==================== block 1
File: src/rtl/seq_multiplier_4bit_pkg.sv
// Shared definitions for the sequential 4x4 shift-and-add multiplier:
// FSM state codes and the number of partial-product iterations.
package seq_multiplier_4bit_pkg;

    typedef enum logic [1:0] {
        MUL_IDLE = 2'd0,
        MUL_CALC = 2'd1,
        MUL_DONE = 2'd2
    } mul_state_t;

    // One iteration per multiplier bit.
    localparam int MUL_ITER = 4;

endpackage

File: src/rtl/seq_multiplier_4bit_adder.sv
// 4-bit ripple adder with carry in/out; combines one partial product
// with the running accumulator.
module seq_multiplier_4bit_adder (
    output logic [3:0] sum,
    output logic       carry_out,
    input  logic [3:0] a,
    input  logic [3:0] b,
    input  logic       carry_in
);

    // Zero-extend to five bits so the carry is the natural MSB of the sum.
    assign {carry_out, sum} = {1'b0, a} + {1'b0, b} + {4'b0000, carry_in};

endmodule

File: src/rtl/seq_multiplier_4bit.sv
// Multi-cycle unsigned 4x4 -> 8-bit shift-and-add multiplier.
// One partial-product add per clock, start/ready/busy/done handshake.
//
// state    | meaning
// ---------+--------------------------------------------------------
// MUL_IDLE | waiting for start; ready=1
// MUL_CALC | iterating, one add+shift per edge; busy=1
// MUL_DONE | product valid, one-cycle done pulse; ready=1
// (code 3) | unused, decodes to nothing and returns to MUL_IDLE
module seq_multiplier_4bit
    import seq_multiplier_4bit_pkg::*;
#(
    parameter int WIDTH = 4,
    parameter int CNT_W = 3
) (
    input  logic                 clk,
    input  logic                 reset,
    input  logic                 start,
    input  logic [WIDTH-1:0]     a,
    input  logic [WIDTH-1:0]     b,
    output logic                 ready,
    output logic                 busy,
    output logic                 done,
    output logic [2*WIDTH-1:0]   product
);

    // The datapath is bound to the fixed 4-bit adder; no other width is legal.
    if (WIDTH != 4) begin : g_width_check
        $error("seq_multiplier_4bit: WIDTH must be 4");
    end

    mul_state_t state;
    mul_state_t state_next;

    logic [WIDTH-1:0]   mcand;
    logic [WIDTH-1:0]   acc;
    logic [WIDTH-1:0]   mq;
    logic [CNT_W-1:0]   count;

    logic [WIDTH-1:0]   addend;
    logic [WIDTH-1:0]   sum;
    logic               carry;
    logic [2*WIDTH-1:0] shifted;
    logic               last_iter;
    logic               accept;

    // Partial product is the multiplicand gated by the current multiplier LSB.
    assign addend = mq[0] ? mcand : '0;

    seq_multiplier_4bit_adder u_adder (
        .sum       (sum),
        .carry_out (carry),
        .a         (acc),
        .b         (addend),
        .carry_in  (1'b0)
    );

    // {carry, sum, mq} shifted right by one; the carry becomes the new acc MSB.
    assign shifted   = {carry, sum, mq[WIDTH-1:1]};
    assign last_iter = (count == CNT_W'(MUL_ITER - 1));
    assign accept    = ready & start;

    // State register.
    always_ff @(posedge clk or posedge reset) begin
        if (reset) begin
            state <= MUL_IDLE;
        end else begin
            state <= state_next;
        end
    end

    // Next-state logic and handshake outputs decoded from the state register.
    always_comb begin
        state_next = state;
        ready      = 1'b0;
        busy       = 1'b0;
        done       = 1'b0;
        case (state)
            MUL_IDLE: begin
                ready = 1'b1;
                if (start) state_next = MUL_CALC;
            end
            MUL_CALC: begin
                busy = 1'b1;
                if (last_iter) state_next = MUL_DONE;
            end
            MUL_DONE: begin
                ready = 1'b1;
                done  = 1'b1;
                state_next = start ? MUL_CALC : MUL_IDLE;
            end
            default: begin
                state_next = MUL_IDLE;
            end
        endcase
    end

    // Operand capture, add-and-shift iterations and the result register.
    always_ff @(posedge clk or posedge reset) begin
        if (reset) begin
            mcand   <= '0;
            acc     <= '0;
            mq      <= '0;
            count   <= '0;
            product <= '0;
        end else if (accept) begin
            mcand <= a;
            mq    <= b;
            acc   <= '0;
            count <= '0;
        end else if (state == MUL_CALC) begin
            acc   <= shifted[2*WIDTH-1:WIDTH];
            mq    <= shifted[WIDTH-1:0];
            count <= count + CNT_W'(1);
            if (last_iter) begin
                product <= shifted;
            end
        end
    end

endmodule

File: config.mk
export PLATFORM = sky130hd
export DESIGN_NAME = seq_multiplier_4bit
export DESIGN_NICKNAME = d
export VERILOG_FILES = /design/src/rtl/seq_multiplier_4bit_pkg.sv /design/src/rtl/seq_multiplier_4bit_adder.sv /design/src/rtl/seq_multiplier_4bit.sv
export SDC_FILE = /design/constraint.sdc
export NUM_CORES = 1
export LEC_CHECK = 0
export CAP_MARGIN = 20
export CORE_ASPECT_RATIO = 2
export CORE_MARGIN = 10
export CORE_UTILIZATION = 40
export DETAILED_ROUTE_END_ITERATION = 6
export PLACE_DENSITY_LB_ADDON = 0.1
export SLEW_MARGIN = 20
export SYNTH_ARGS = -nofsm -noshare
export SYNTH_HDL_FRONTEND = slang
export SYNTH_HIERARCHICAL = 1
export SYNTH_SLANG_ARGS = --single-unit
File: constraint.sdc
create_clock -name clk -period 3.9 [get_ports clk]
set_input_delay 0.78 -clock clk [delete_from_list [all_inputs] [get_ports clk]]
set_output_delay 0.78 -clock clk [all_outputs]
set_load 0.005 [all_outputs]
==================== block 2
$ cat src/rtl/irq_dispatch_if.sv
// rtl/irq_dispatch_if.sv - bus and core-side signal bundle for irq_dispatch
interface irq_dispatch_if;
  logic        irq;
  logic        avl_address;
  logic        avl_read;
  logic        avl_write;
  logic [31:0] avl_writedata;
  logic [31:0] avl_readdata;
  logic        avl_waitrequest;
  logic        core_irq_valid;
  logic [4:0]  core_irq_num;
  logic [31:0] core_irq_pending;
  logic        core_irq_ack;
  logic        core_mask_wr;
  logic [31:0] core_mask_data;
  logic        core_mask_ready;
  logic [7:0]  spurious_count;

  modport master (
    input  irq, avl_readdata, avl_waitrequest, core_irq_ack, core_mask_wr, core_mask_data,
    output avl_address, avl_read, avl_write, avl_writedata,
           core_irq_valid, core_irq_num, core_irq_pending, core_mask_ready, spurious_count
  );

  modport slave (
    output irq, avl_readdata, avl_waitrequest, core_irq_ack, core_mask_wr, core_mask_data,
    input  avl_address, avl_read, avl_write, avl_writedata,
           core_irq_valid, core_irq_num, core_irq_pending, core_mask_ready, spurious_count
  );
endinterface

$ cat src/rtl/irq_dispatch.sv
// rtl/irq_dispatch.sv - reads the interrupt status word over the bus and presents the lowest pending irq
module irq_dispatch #(
  parameter int unsigned HOLDOFF = 2
) (
  input logic            clk,
  input logic            rst_n,
  irq_dispatch_if.master bus
);
  typedef enum logic [2:0] {IDLE, RD_STATUS, PRESENT, WR_MASK, HOLD} state_t;

  localparam logic [3:0] HOLD_INIT = 4'(HOLDOFF);

  state_t      state_q;
  logic        rd_q;
  logic        wr_q;
  logic        addr_q;
  logic [31:0] wdata_q;
  logic        valid_q;
  logic [4:0]  num_q;
  logic [4:0]  num_d;
  logic [31:0] pending_q;
  logic [7:0]  spur_q;
  logic [3:0]  hold_q;

  // Lowest set bit wins; a zero word yields 0.
  always_comb begin
    num_d = '0;
    for (int i = 31; i >= 0; i--) begin
      if (bus.avl_readdata[i]) num_d = 5'(i);
    end
  end

  always_ff @(posedge clk or negedge rst_n) begin
    if (!rst_n) begin
      state_q   <= IDLE;
      rd_q      <= 1'b0;
      wr_q      <= 1'b0;
      addr_q    <= 1'b0;
      wdata_q   <= '0;
      valid_q   <= 1'b0;
      num_q     <= '0;
      pending_q <= '0;
      spur_q    <= '0;
      hold_q    <= '0;
    end else begin
      case (state_q)
        IDLE: begin
          if (bus.core_mask_wr) begin
            wdata_q <= bus.core_mask_data;
            addr_q  <= 1'b1;
            wr_q    <= 1'b1;
            state_q <= WR_MASK;
          end else if (bus.irq) begin
            addr_q  <= 1'b0;
            rd_q    <= 1'b1;
            state_q <= RD_STATUS;
          end
        end
        RD_STATUS: begin
          if (!bus.avl_waitrequest) begin
            rd_q      <= 1'b0;
            pending_q <= bus.avl_readdata;
            num_q     <= num_d;
            if (bus.avl_readdata != '0) begin
              valid_q <= 1'b1;
              state_q <= PRESENT;
            end else begin
              if (spur_q != 8'hFF) spur_q <= spur_q + 8'd1;
              hold_q  <= HOLD_INIT;
              state_q <= HOLD;
            end
          end
        end
        PRESENT: begin
          if (bus.core_irq_ack) begin
            valid_q <= 1'b0;
            hold_q  <= HOLD_INIT;
            state_q <= HOLD;
          end
        end
        WR_MASK: begin
          if (!bus.avl_waitrequest) begin
            wr_q    <= 1'b0;
            addr_q  <= 1'b0;
            state_q <= IDLE;
          end
        end
        HOLD: begin
          // hold_q counts the HOLD cycles still to spend, including this one.
          if (hold_q <= 4'd1) begin
            hold_q  <= '0;
            state_q <= IDLE;
          end else begin
            hold_q <= hold_q - 4'd1;
          end
        end
        default: state_q <= IDLE;
      endcase
    end
  end

  assign bus.avl_read         = rd_q;
  assign bus.avl_write        = wr_q;
  assign bus.avl_address      = addr_q;
  assign bus.avl_writedata    = wdata_q;
  assign bus.core_irq_valid   = valid_q;
  assign bus.core_irq_num     = num_q;
  assign bus.core_irq_pending = pending_q;
  assign bus.spurious_count   = spur_q;
  assign bus.core_mask_ready  = (state_q == IDLE);
endmodule

$ cat src/flat_wrapper.sv
// flat-port wrapper written by rule: the top's interface ports become plain ports
module irq_dispatch_flat 
#(
  parameter int unsigned HOLDOFF = 2
)
  (clk, rst_n, bus_irq, bus_avl_readdata, bus_avl_waitrequest, bus_core_irq_ack, bus_core_mask_wr, bus_core_mask_data, bus_avl_address, bus_avl_read, bus_avl_write, bus_avl_writedata, bus_core_irq_valid, bus_core_irq_num, bus_core_irq_pending, bus_core_mask_ready, bus_spurious_count);
  irq_dispatch_if bus_i ();
  input logic clk;
  input logic rst_n;
  input wire logic [$bits(bus_i.irq)-1:0] bus_irq;
  input wire logic [$bits(bus_i.avl_readdata)-1:0] bus_avl_readdata;
  input wire logic [$bits(bus_i.avl_waitrequest)-1:0] bus_avl_waitrequest;
  input wire logic [$bits(bus_i.core_irq_ack)-1:0] bus_core_irq_ack;
  input wire logic [$bits(bus_i.core_mask_wr)-1:0] bus_core_mask_wr;
  input wire logic [$bits(bus_i.core_mask_data)-1:0] bus_core_mask_data;
  output wire logic [$bits(bus_i.avl_address)-1:0] bus_avl_address;
  output wire logic [$bits(bus_i.avl_read)-1:0] bus_avl_read;
  output wire logic [$bits(bus_i.avl_write)-1:0] bus_avl_write;
  output wire logic [$bits(bus_i.avl_writedata)-1:0] bus_avl_writedata;
  output wire logic [$bits(bus_i.core_irq_valid)-1:0] bus_core_irq_valid;
  output wire logic [$bits(bus_i.core_irq_num)-1:0] bus_core_irq_num;
  output wire logic [$bits(bus_i.core_irq_pending)-1:0] bus_core_irq_pending;
  output wire logic [$bits(bus_i.core_mask_ready)-1:0] bus_core_mask_ready;
  output wire logic [$bits(bus_i.spurious_count)-1:0] bus_spurious_count;
  assign bus_i.irq = bus_irq;
  assign bus_i.avl_readdata = bus_avl_readdata;
  assign bus_i.avl_waitrequest = bus_avl_waitrequest;
  assign bus_i.core_irq_ack = bus_core_irq_ack;
  assign bus_i.core_mask_wr = bus_core_mask_wr;
  assign bus_i.core_mask_data = bus_core_mask_data;
  assign bus_avl_address = bus_i.avl_address;
  assign bus_avl_read = bus_i.avl_read;
  assign bus_avl_write = bus_i.avl_write;
  assign bus_avl_writedata = bus_i.avl_writedata;
  assign bus_core_irq_valid = bus_i.core_irq_valid;
  assign bus_core_irq_num = bus_i.core_irq_num;
  assign bus_core_irq_pending = bus_i.core_irq_pending;
  assign bus_core_mask_ready = bus_i.core_mask_ready;
  assign bus_spurious_count = bus_i.spurious_count;
  irq_dispatch #(.HOLDOFF(HOLDOFF)) u_core (.clk(clk), .rst_n(rst_n), .bus(bus_i));
endmodule
$ cat config.mk
export PLATFORM = sky130hd
export DESIGN_NAME = irq_dispatch_flat
export DESIGN_NICKNAME = d
export VERILOG_FILES = /design/src/rtl/irq_dispatch_if.sv /design/src/rtl/irq_dispatch.sv /design/src/flat_wrapper.sv
export SDC_FILE = /design/constraint.sdc
export NUM_CORES = 1
export LEC_CHECK = 0
export CORE_MARGIN = 2
export CORE_UTILIZATION = 40
export DETAILED_ROUTE_END_ITERATION = 6
export PLACE_DENSITY = 0.87
export SYNTH_ARGS = -nofsm -noshare
export SYNTH_HDL_FRONTEND = slang
export SYNTH_SLANG_ARGS = --single-unit
$ cat constraint.sdc
create_clock -name clk -period 1.7 [get_ports clk]
set_input_delay 0.255 -clock clk [delete_from_list [all_inputs] [get_ports clk]]
set_output_delay 0.255 -clock clk [all_outputs]
set_load 0.01 [all_outputs]
==================== block 3
File: src/rtl/id_seq_if.sv
// id_seq_if: instruction word valid/ready channel into the sequencer.
// master drives words, slave (the sequencer) returns ready.
interface id_seq_if #(
  parameter int INSTR_WIDTH = 8
) ();
  logic                   instr_valid;
  logic [INSTR_WIDTH-1:0] instr;
  logic                   instr_ready;

  modport master (
    output instr_valid,
    output instr,
    input  instr_ready
  );

  modport slave (
    input  instr_valid,
    input  instr,
    output instr_ready
  );
endinterface

File: src/rtl/id_seq.sv
// id_seq: multi-cycle FETCH/DECODE/OPERAND/EXEC sequencer owning the PC.
// Define ID_SEQ_JZ_EN to make opcode 16 a two-word conditional JZ.
module id_seq #(
  parameter int INSTR_WIDTH = 8,
  parameter int OP_WIDTH    = 8,
  parameter int ADDR_WIDTH  = 8
) (
  input  logic                   clk,
  input  logic                   rst,
  id_seq_if.slave                bus,
  input  logic                   mem_ack,
  input  logic                   zero,
  output logic [OP_WIDTH-1:0]    op,
  output logic                   ldi,
  output logic                   rf_en,
  output logic                   acu_en,
  output logic                   jmp_en,
  output logic                   r_or_w,
  output logic                   sw_rst,
  output logic [INSTR_WIDTH-1:0] imm,
  output logic [ADDR_WIDTH-1:0]  pc,
  output logic                   busy
);

  localparam logic [OP_WIDTH-1:0] OP_NOP = OP_WIDTH'(12);
  localparam logic [OP_WIDTH-1:0] OP_RST = OP_WIDTH'(15);

  typedef enum logic [1:0] {
    FETCH,
    DECODE,
    OPERAND,
    EXEC
  } state_e;

  typedef struct packed {
    logic ldi;
    logic rf;
    logic acu;
    logic jmp;
    logic rw;
    logic swr;
    logic jz;
  } strb_t;

  state_e                 state_q, state_d;
  logic [INSTR_WIDTH-1:0] ir_q, ir_d;
  logic [INSTR_WIDTH-1:0] imm_q, imm_d;
  logic [ADDR_WIDTH-1:0]  pc_q, pc_d;
  logic [OP_WIDTH-1:0]    op_q, op_d;
  strb_t                  strb_q, strb_d;

  strb_t                  dec;
  logic [OP_WIDTH-1:0]    dec_op;
  logic                   two_word;
  logic                   is_mem;

  always_comb begin
    dec      = '0;
    dec_op   = OP_WIDTH'(ir_q);
    two_word = 1'b0;
    is_mem   = (ir_q == INSTR_WIDTH'(10)) ||
               (ir_q == INSTR_WIDTH'(11));
    unique case (1'b1)
      (ir_q inside {0, 6, 7, 8, 9}): begin
        dec.acu = 1'b1;
      end
      (ir_q inside {1, 2, 3, 4, 5, 10}): begin
        dec.rf  = 1'b1;
        dec.acu = 1'b1;
      end
      (ir_q == INSTR_WIDTH'(11)): begin
        dec.rf = 1'b1;
        dec.rw = 1'b1;
      end
      (ir_q == INSTR_WIDTH'(12)): begin
        dec_op = OP_NOP;
      end
      (ir_q == INSTR_WIDTH'(13)): begin
        dec.ldi  = 1'b1;
        dec.acu  = 1'b1;
        two_word = 1'b1;
      end
      (ir_q == INSTR_WIDTH'(14)): begin
        dec.jmp  = 1'b1;
        two_word = 1'b1;
      end
`ifdef ID_SEQ_JZ_EN
      (ir_q == INSTR_WIDTH'(16)): begin
        dec.jz   = 1'b1;
        two_word = 1'b1;
      end
`endif
      default: begin
        dec.swr = 1'b1;
        dec_op  = OP_RST;
      end
    endcase
  end

  always_comb begin
    state_d = state_q;
    ir_d    = ir_q;
    imm_d   = imm_q;
    pc_d    = pc_q;
    op_d    = op_q;
    strb_d  = strb_q;
    unique case (state_q)
      FETCH: begin
        if (bus.instr_valid) begin
          ir_d    = bus.instr;
          pc_d    = pc_q + ADDR_WIDTH'(1);
          state_d = DECODE;
        end
      end
      DECODE: begin
        if (two_word) begin
          state_d = OPERAND;
        end else begin
          state_d = EXEC;
          strb_d  = dec;
          op_d    = dec_op;
        end
      end
      OPERAND: begin
        if (bus.instr_valid) begin
          imm_d   = bus.instr;
          pc_d    = pc_q + ADDR_WIDTH'(1);
          state_d = EXEC;
          strb_d  = dec;
          op_d    = dec_op;
        end
      end
      EXEC: begin
        // memory ops park here with strobes held until acked
        if (!is_mem || mem_ack) begin
          state_d = FETCH;
          strb_d  = '0;
          op_d    = OP_NOP;
          if (strb_q.jmp || (strb_q.jz && zero)) begin
            pc_d = ADDR_WIDTH'(imm_q);
          end
          if (strb_q.swr) begin
            pc_d = '0;
          end
        end
      end
      default: begin
        state_d = FETCH;
      end
    endcase
    if (rst) begin
      state_d = FETCH;
      ir_d    = '0;
      imm_d   = '0;
      pc_d    = '0;
      op_d    = OP_NOP;
      strb_d  = '0;
    end
  end

  always_ff @(posedge clk) begin
    state_q <= state_d;
    ir_q    <= ir_d;
    imm_q   <= imm_d;
    pc_q    <= pc_d;
    op_q    <= op_d;
    strb_q  <= strb_d;
  end

  assign bus.instr_ready = (state_q == FETCH) ||
                           (state_q == OPERAND);
  assign busy   = (state_q != FETCH);
  assign op     = op_q;
  assign ldi    = strb_q.ldi;
  assign rf_en  = strb_q.rf;
  assign acu_en = strb_q.acu;
  // JZ looks at zero during its own EXEC cycle
  assign jmp_en = strb_q.jmp | (strb_q.jz & zero);
  assign r_or_w = strb_q.rw;
  assign sw_rst = strb_q.swr;
  assign imm    = imm_q;
  assign pc     = pc_q;

endmodule

File: src/flat_wrapper.sv
// flat-port wrapper written by rule: the top's interface ports become plain ports
module id_seq_flat 
#(
  parameter int INSTR_WIDTH = 8,
  parameter int OP_WIDTH    = 8,
  parameter int ADDR_WIDTH  = 8
)
  (clk, rst, mem_ack, zero, op, ldi, rf_en, acu_en, jmp_en, r_or_w, sw_rst, imm, pc, busy, bus_instr_valid, bus_instr, bus_instr_ready);
  id_seq_if #(.INSTR_WIDTH(INSTR_WIDTH)) bus_i ();
  input  logic clk;
  input  logic rst;
  input  logic mem_ack;
  input  logic zero;
  output logic [OP_WIDTH-1:0] op;
  output logic ldi;
  output logic rf_en;
  output logic acu_en;
  output logic jmp_en;
  output logic r_or_w;
  output logic sw_rst;
  output logic [INSTR_WIDTH-1:0] imm;
  output logic [ADDR_WIDTH-1:0] pc;
  output logic busy;
  input wire logic [$bits(bus_i.instr_valid)-1:0] bus_instr_valid;
  input wire logic [$bits(bus_i.instr)-1:0] bus_instr;
  output wire logic [$bits(bus_i.instr_ready)-1:0] bus_instr_ready;
  assign bus_i.instr_valid = bus_instr_valid;
  assign bus_i.instr = bus_instr;
  assign bus_instr_ready = bus_i.instr_ready;
  id_seq #(.INSTR_WIDTH(INSTR_WIDTH), .OP_WIDTH(OP_WIDTH), .ADDR_WIDTH(ADDR_WIDTH)) u_core (.clk(clk), .rst(rst), .bus(bus_i), .mem_ack(mem_ack), .zero(zero), .op(op), .ldi(ldi), .rf_en(rf_en), .acu_en(acu_en), .jmp_en(jmp_en), .r_or_w(r_or_w), .sw_rst(sw_rst), .imm(imm), .pc(pc), .busy(busy));
endmodule
File: config.mk
export PLATFORM = sky130hd
export DESIGN_NAME = id_seq_flat
export DESIGN_NICKNAME = d
export VERILOG_FILES = /design/src/rtl/id_seq_if.sv /design/src/rtl/id_seq.sv /design/src/flat_wrapper.sv
export SDC_FILE = /design/constraint.sdc
export NUM_CORES = 1
export LEC_CHECK = 0
export ABC_AREA = 1
export CORE_MARGIN = 5
export CORE_UTILIZATION = 45
export DETAILED_ROUTE_END_ITERATION = 8
export HOLD_SLACK_MARGIN = 0.12
export PLACE_DENSITY_LB_ADDON = 0.2
export SLEW_MARGIN = 0
export SYNTH_ARGS = -nofsm -noshare
export SYNTH_HDL_FRONTEND = slang
export SYNTH_SLANG_ARGS = --single-unit
File: constraint.sdc
create_clock -name clk -period 1.8 [get_ports clk]
set_input_delay 0.18 -clock clk [delete_from_list [all_inputs] [get_ports clk]]
set_output_delay 0.18 -clock clk [all_outputs]
set_load 0.1 [all_outputs]
### Pin placement, block 2

Pins as bars across the die edge, other pins in gray.
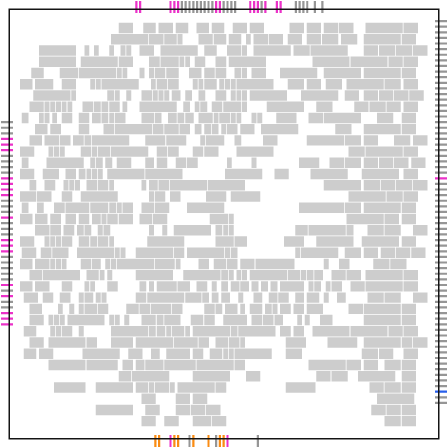
Magenta is bus_core_irq_pending, pins 32, direction output, edge 16 left, 13 top, 2 bottom, 1 right. Blue is bus_irq, pins 1, direction input, edge right. Orange is bus_spurious_count, pins 8, direction output, edge bottom.
All pins by edge: 69 right, 37 left, 33 top, 13 bottom.

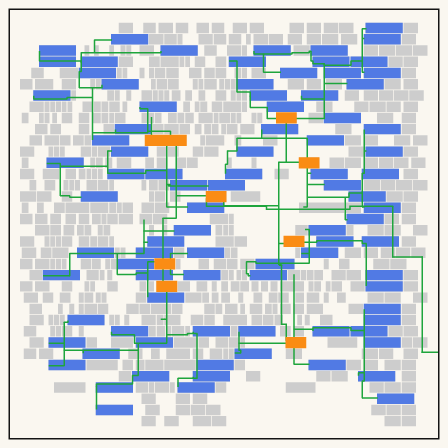
*Routed clock nets over the placement, block 2*
Green is clock wires, length 1010 um. Orange is cells driving clock nets, count 9. Blue is flip-flops, count 88.
Position of the flops: spread over the die. There are 10 routed clock nets.

==> flow_summary.yaml, block 2 <==
# yosys + openroad results
clock_tree:
  cts.hold.buffers_added: 1
  clk_pin_slew_ns: 0.10
synthesis:
  synth.cell_area_sq_mm: 0.00397
  async_reset_ff_frac: 1.00
  ys_warn_count: 0
  simple_gate_area_frac: 0.209
  ys_cells: 387
  syn_avg_cell_area_sq_um: 10.3
  ys_sh_aoi: 0.0835
  numSynthFlops: 88
  yosys.area_share.xor_xnor: 0.0173
status:
  outcome: "finished, violations left"
  violations: "setup timing"
placed_design:
  dp_hpwl_um: 8680
  placedInstanceArea_sq_mm: 0.00613
  pre_cts_ws_ns: -0.712
timing:
  setup_viol: 2
  fmax_mhz: 586
  min_period_ns: 1.71
  rsz0062_at_grt: "true"
  layout_setup_ws_ns: -0.00610
global_route:
  grt_util_met2: 0.377
  antenna_found_initial: 0
  grt_pass1_wl_um: 19000
  grt.busiest_layer: "met2"
finish:
  stdcell_area_sq_mm: 0.00645
  fin_nets: 680
worst_setup_path:
  reg2reg_slack_ns: 0.08
  start_kind: "input pin"
  crit_path_start: "bus_avl_readdata[25]"
  reg2reg_to: "u_core.bus.spurious_count[1]$_DFFE_PN0P_"
  worstPathMaxFanout: 6
run:
  warning_count: 29
detailed_routing:
  drt_wl_total_um: 11700
  vias_per_cell: 5.03
  wl_met2_um: 5950
  wl_met3_um: 801
floorplanning:
  fp-utilization: 0.410
-- block 2: worst reg2reg max path: cells and delay by family, from the launching register on --
| kind | cells | cell delay (ns) |
|---|---|---|
| and+or+nand+nor | 3 | 0.54 |
| DFF | 1 | 0.38 |
| muxes | 1 | 0.30 |
| buffers and inverters | 2 | 0.29 |
-- block 2: cell type report --
type	instances	share of cell area
sequential	88	0.342
timing repair buffer	227	0.322
multi-input combinational	272	0.274
tap	133	0.0258
clock buffer	9	0.0192
clock inverter	7	0.0120
inverter	9	0.00524
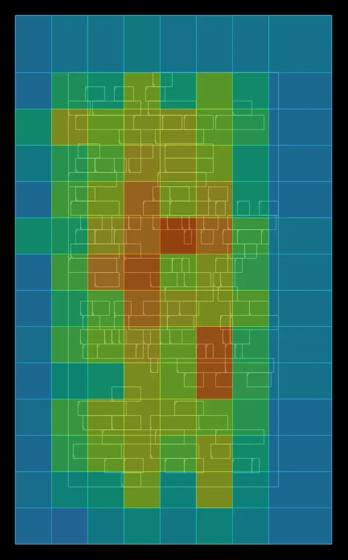
*Routing congestion map, block 1*
GR Util met3: 0.0189
GR Util met1: 0.108

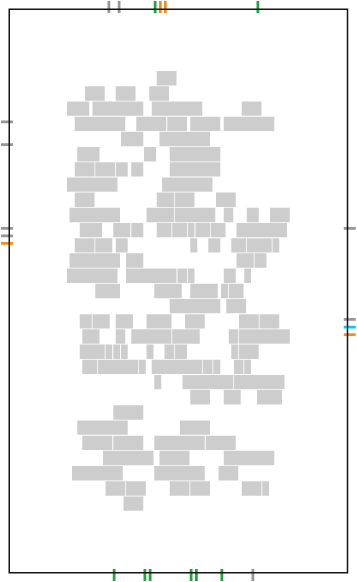
*Pin placement, block 1*
Pins as bars across the die edge, other pins in gray.
Orange is b, pins 4, direction input, edge 2 top, 1 left, 1 right. Green is product, pins 8, direction output, edge 6 bottom, 2 top. Cyan is ready, pins 1, direction output, edge right.

==> flow_summary.yaml, block 1 <==
# yosys + openroad results
synthesis:
  ys_sh_aoi: 0.106
  fa_ha_area_frac: 0.0789
  ys_warn_count: 6
  mux_share: 0.158
finish:
  fillers: 282
  comb_cells: 66
global_route:
  grt_util_met2: 0.164
  grt_overflow: 0
  grt_pass1_vias: 897
timing:
  layout_setup_ws_ns: 1.36
  setup_tns_ns: 0
clock_tree:
  numCtsBuffers: 3
floorplanning:
  fp-utilization: 0.412
status:
  outcome: "complete, no violations"
## block 1: routing by layer
metal | wire length [um] | vias up
met5 | 0 | -
met4 | 27 | 0
met3 | 65 | 2
met2 | 1510 | 9
met1 | 1020 | 405
li1 | - | 395
## block 1: state kept, by name (all words and copies together), names as in the netlist
| signal | flops |
|---|---|
| acc | 4 |
| count | 3 |
| mq | 4 |
| product | 8 |
| state | 2 |
| mcand | 4 |
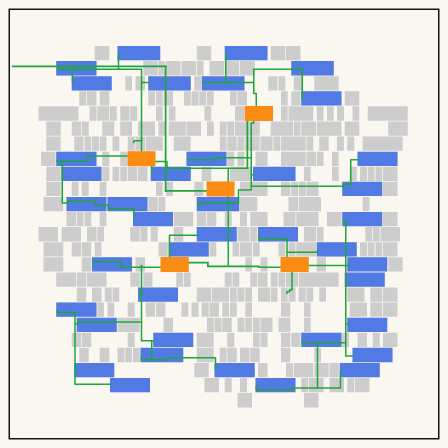
*Routed clock nets over the placement, block 3*
Orange is cells driving clock nets, count 5. Blue is flip-flops, count 40. Green is clock wires, length 516 um.
There are 6 routed clock nets.

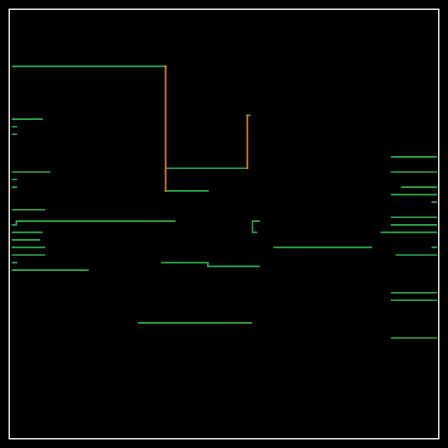
*Signal wires by layer, block 3*
Two of the layers only.
Orange is met4, wire length 32.0 um. Green is met3, wire length 285 um.

==> flow_summary.yaml, block 3 <==
# yosys + openroad results
detailed_routing:
  post_drt_wl_per_cell_um: 11.9
  vias_per_cell: 5.04
  drt_wl_total_um: 4630
  drtIter0Drc: 121
worst_setup_path:
  r2r_cells: 10
  reg2reg_to: "u_core.op[0]$_SDFFE_PP0P_"
  crit_chain: "inv_1, ha_1, nor2_1, nor2_1, nor2_1, nand2_2, nor2_4, buf_12, nand3_1, a21oi_1"
  crit_path_start: "u_core.state_q[1]$_SDFFE_PP0P_"
  crit_path_end: "u_core.op[0]$_SDFFE_PP0P_"
  cp.arrival_ns: 1.88
finish:
  antenna_cells: 0
  fin_util: 0.596
  drive_gt1_frac: 0.240
  mostFrequentLayoutCell: "nor2_1"
placed_design:
  dp_hpwl_um: 3540
  dp_cells: 381
  gp_congestion: 0.853
global_route:
  grt_overflow: 0
  grt.busiest_layer: "met2"
  grt_util_met2: 0.272
timing:
  worst_slew_pin_slew_ns: 0.471
  clock_skew_ns: 0.00449
  setup_viol: 0
  period_used_share: 0.923
  whs_ns: 0.439
synthesis:
  logic_family: "simple AND/OR/NAND/NOR gates"
  mux_share: 0
  ys_cells: 288
  ys_warn_count: 0
  simple_gate_area_frac: 0.313
  yosys.area_share.xor_xnor: 0.00864
  most_common_cell: "nor2_1"
clock_tree:
  htreeDepth: 2
  cts_max_path_buffers: 2
status:
  outcome: "complete, no violations"
min_path:
  worstHoldEndpoint: "u_core.op[4]$_SDFFE_PP0P_"
  holdPathStages: 2
run:
  cap_violations: 0
floorplanning:
  fp.dieArea_sq_mm: 0.00595
  core_sq_mm: 0.00435
  fp-utilization: 0.466
[block 3: flip-flops by register name, summed over array words and instances, names as in the netlist, 2 cells and up]
register / count
u_core.ir_q: 8
u_core.state_q: 2
u_core.pc: 8
u_core.imm: 8
u_core.op: 8
[block 3: routing by layer]
layer,wire (um),up-vias
li1,-,1033
met1,2190,881
met2,2120,41
met3,284,4
met4,31,0
met5,0,-
[block 3: final cells by class]
cell class                 instances  area, sq um
clock buffer                       8         90.1
inverter                          26          100
fill                             434         1760
timing repair buffer              51          460
tap                               52         65.1
sequential                        40          811
multi-input combinational        212         1070

## Gallery

Placement by cell class.
Plate I
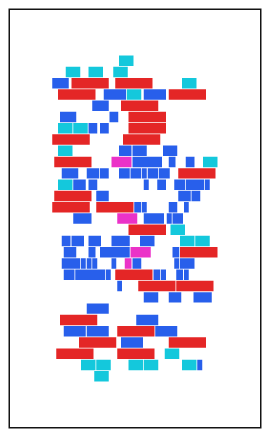
Plate II
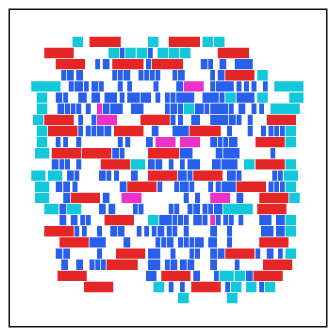
Plate III
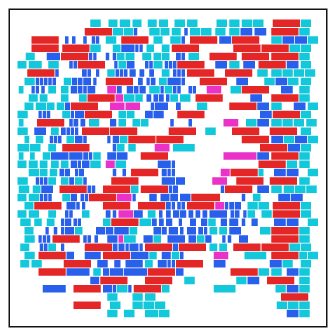
| from | picture |
|---|---|
| block 3 | Plate II |
| block 1 | Plate I |
| block 2 | Plate III |
Of these, most sequential cells: Plate III


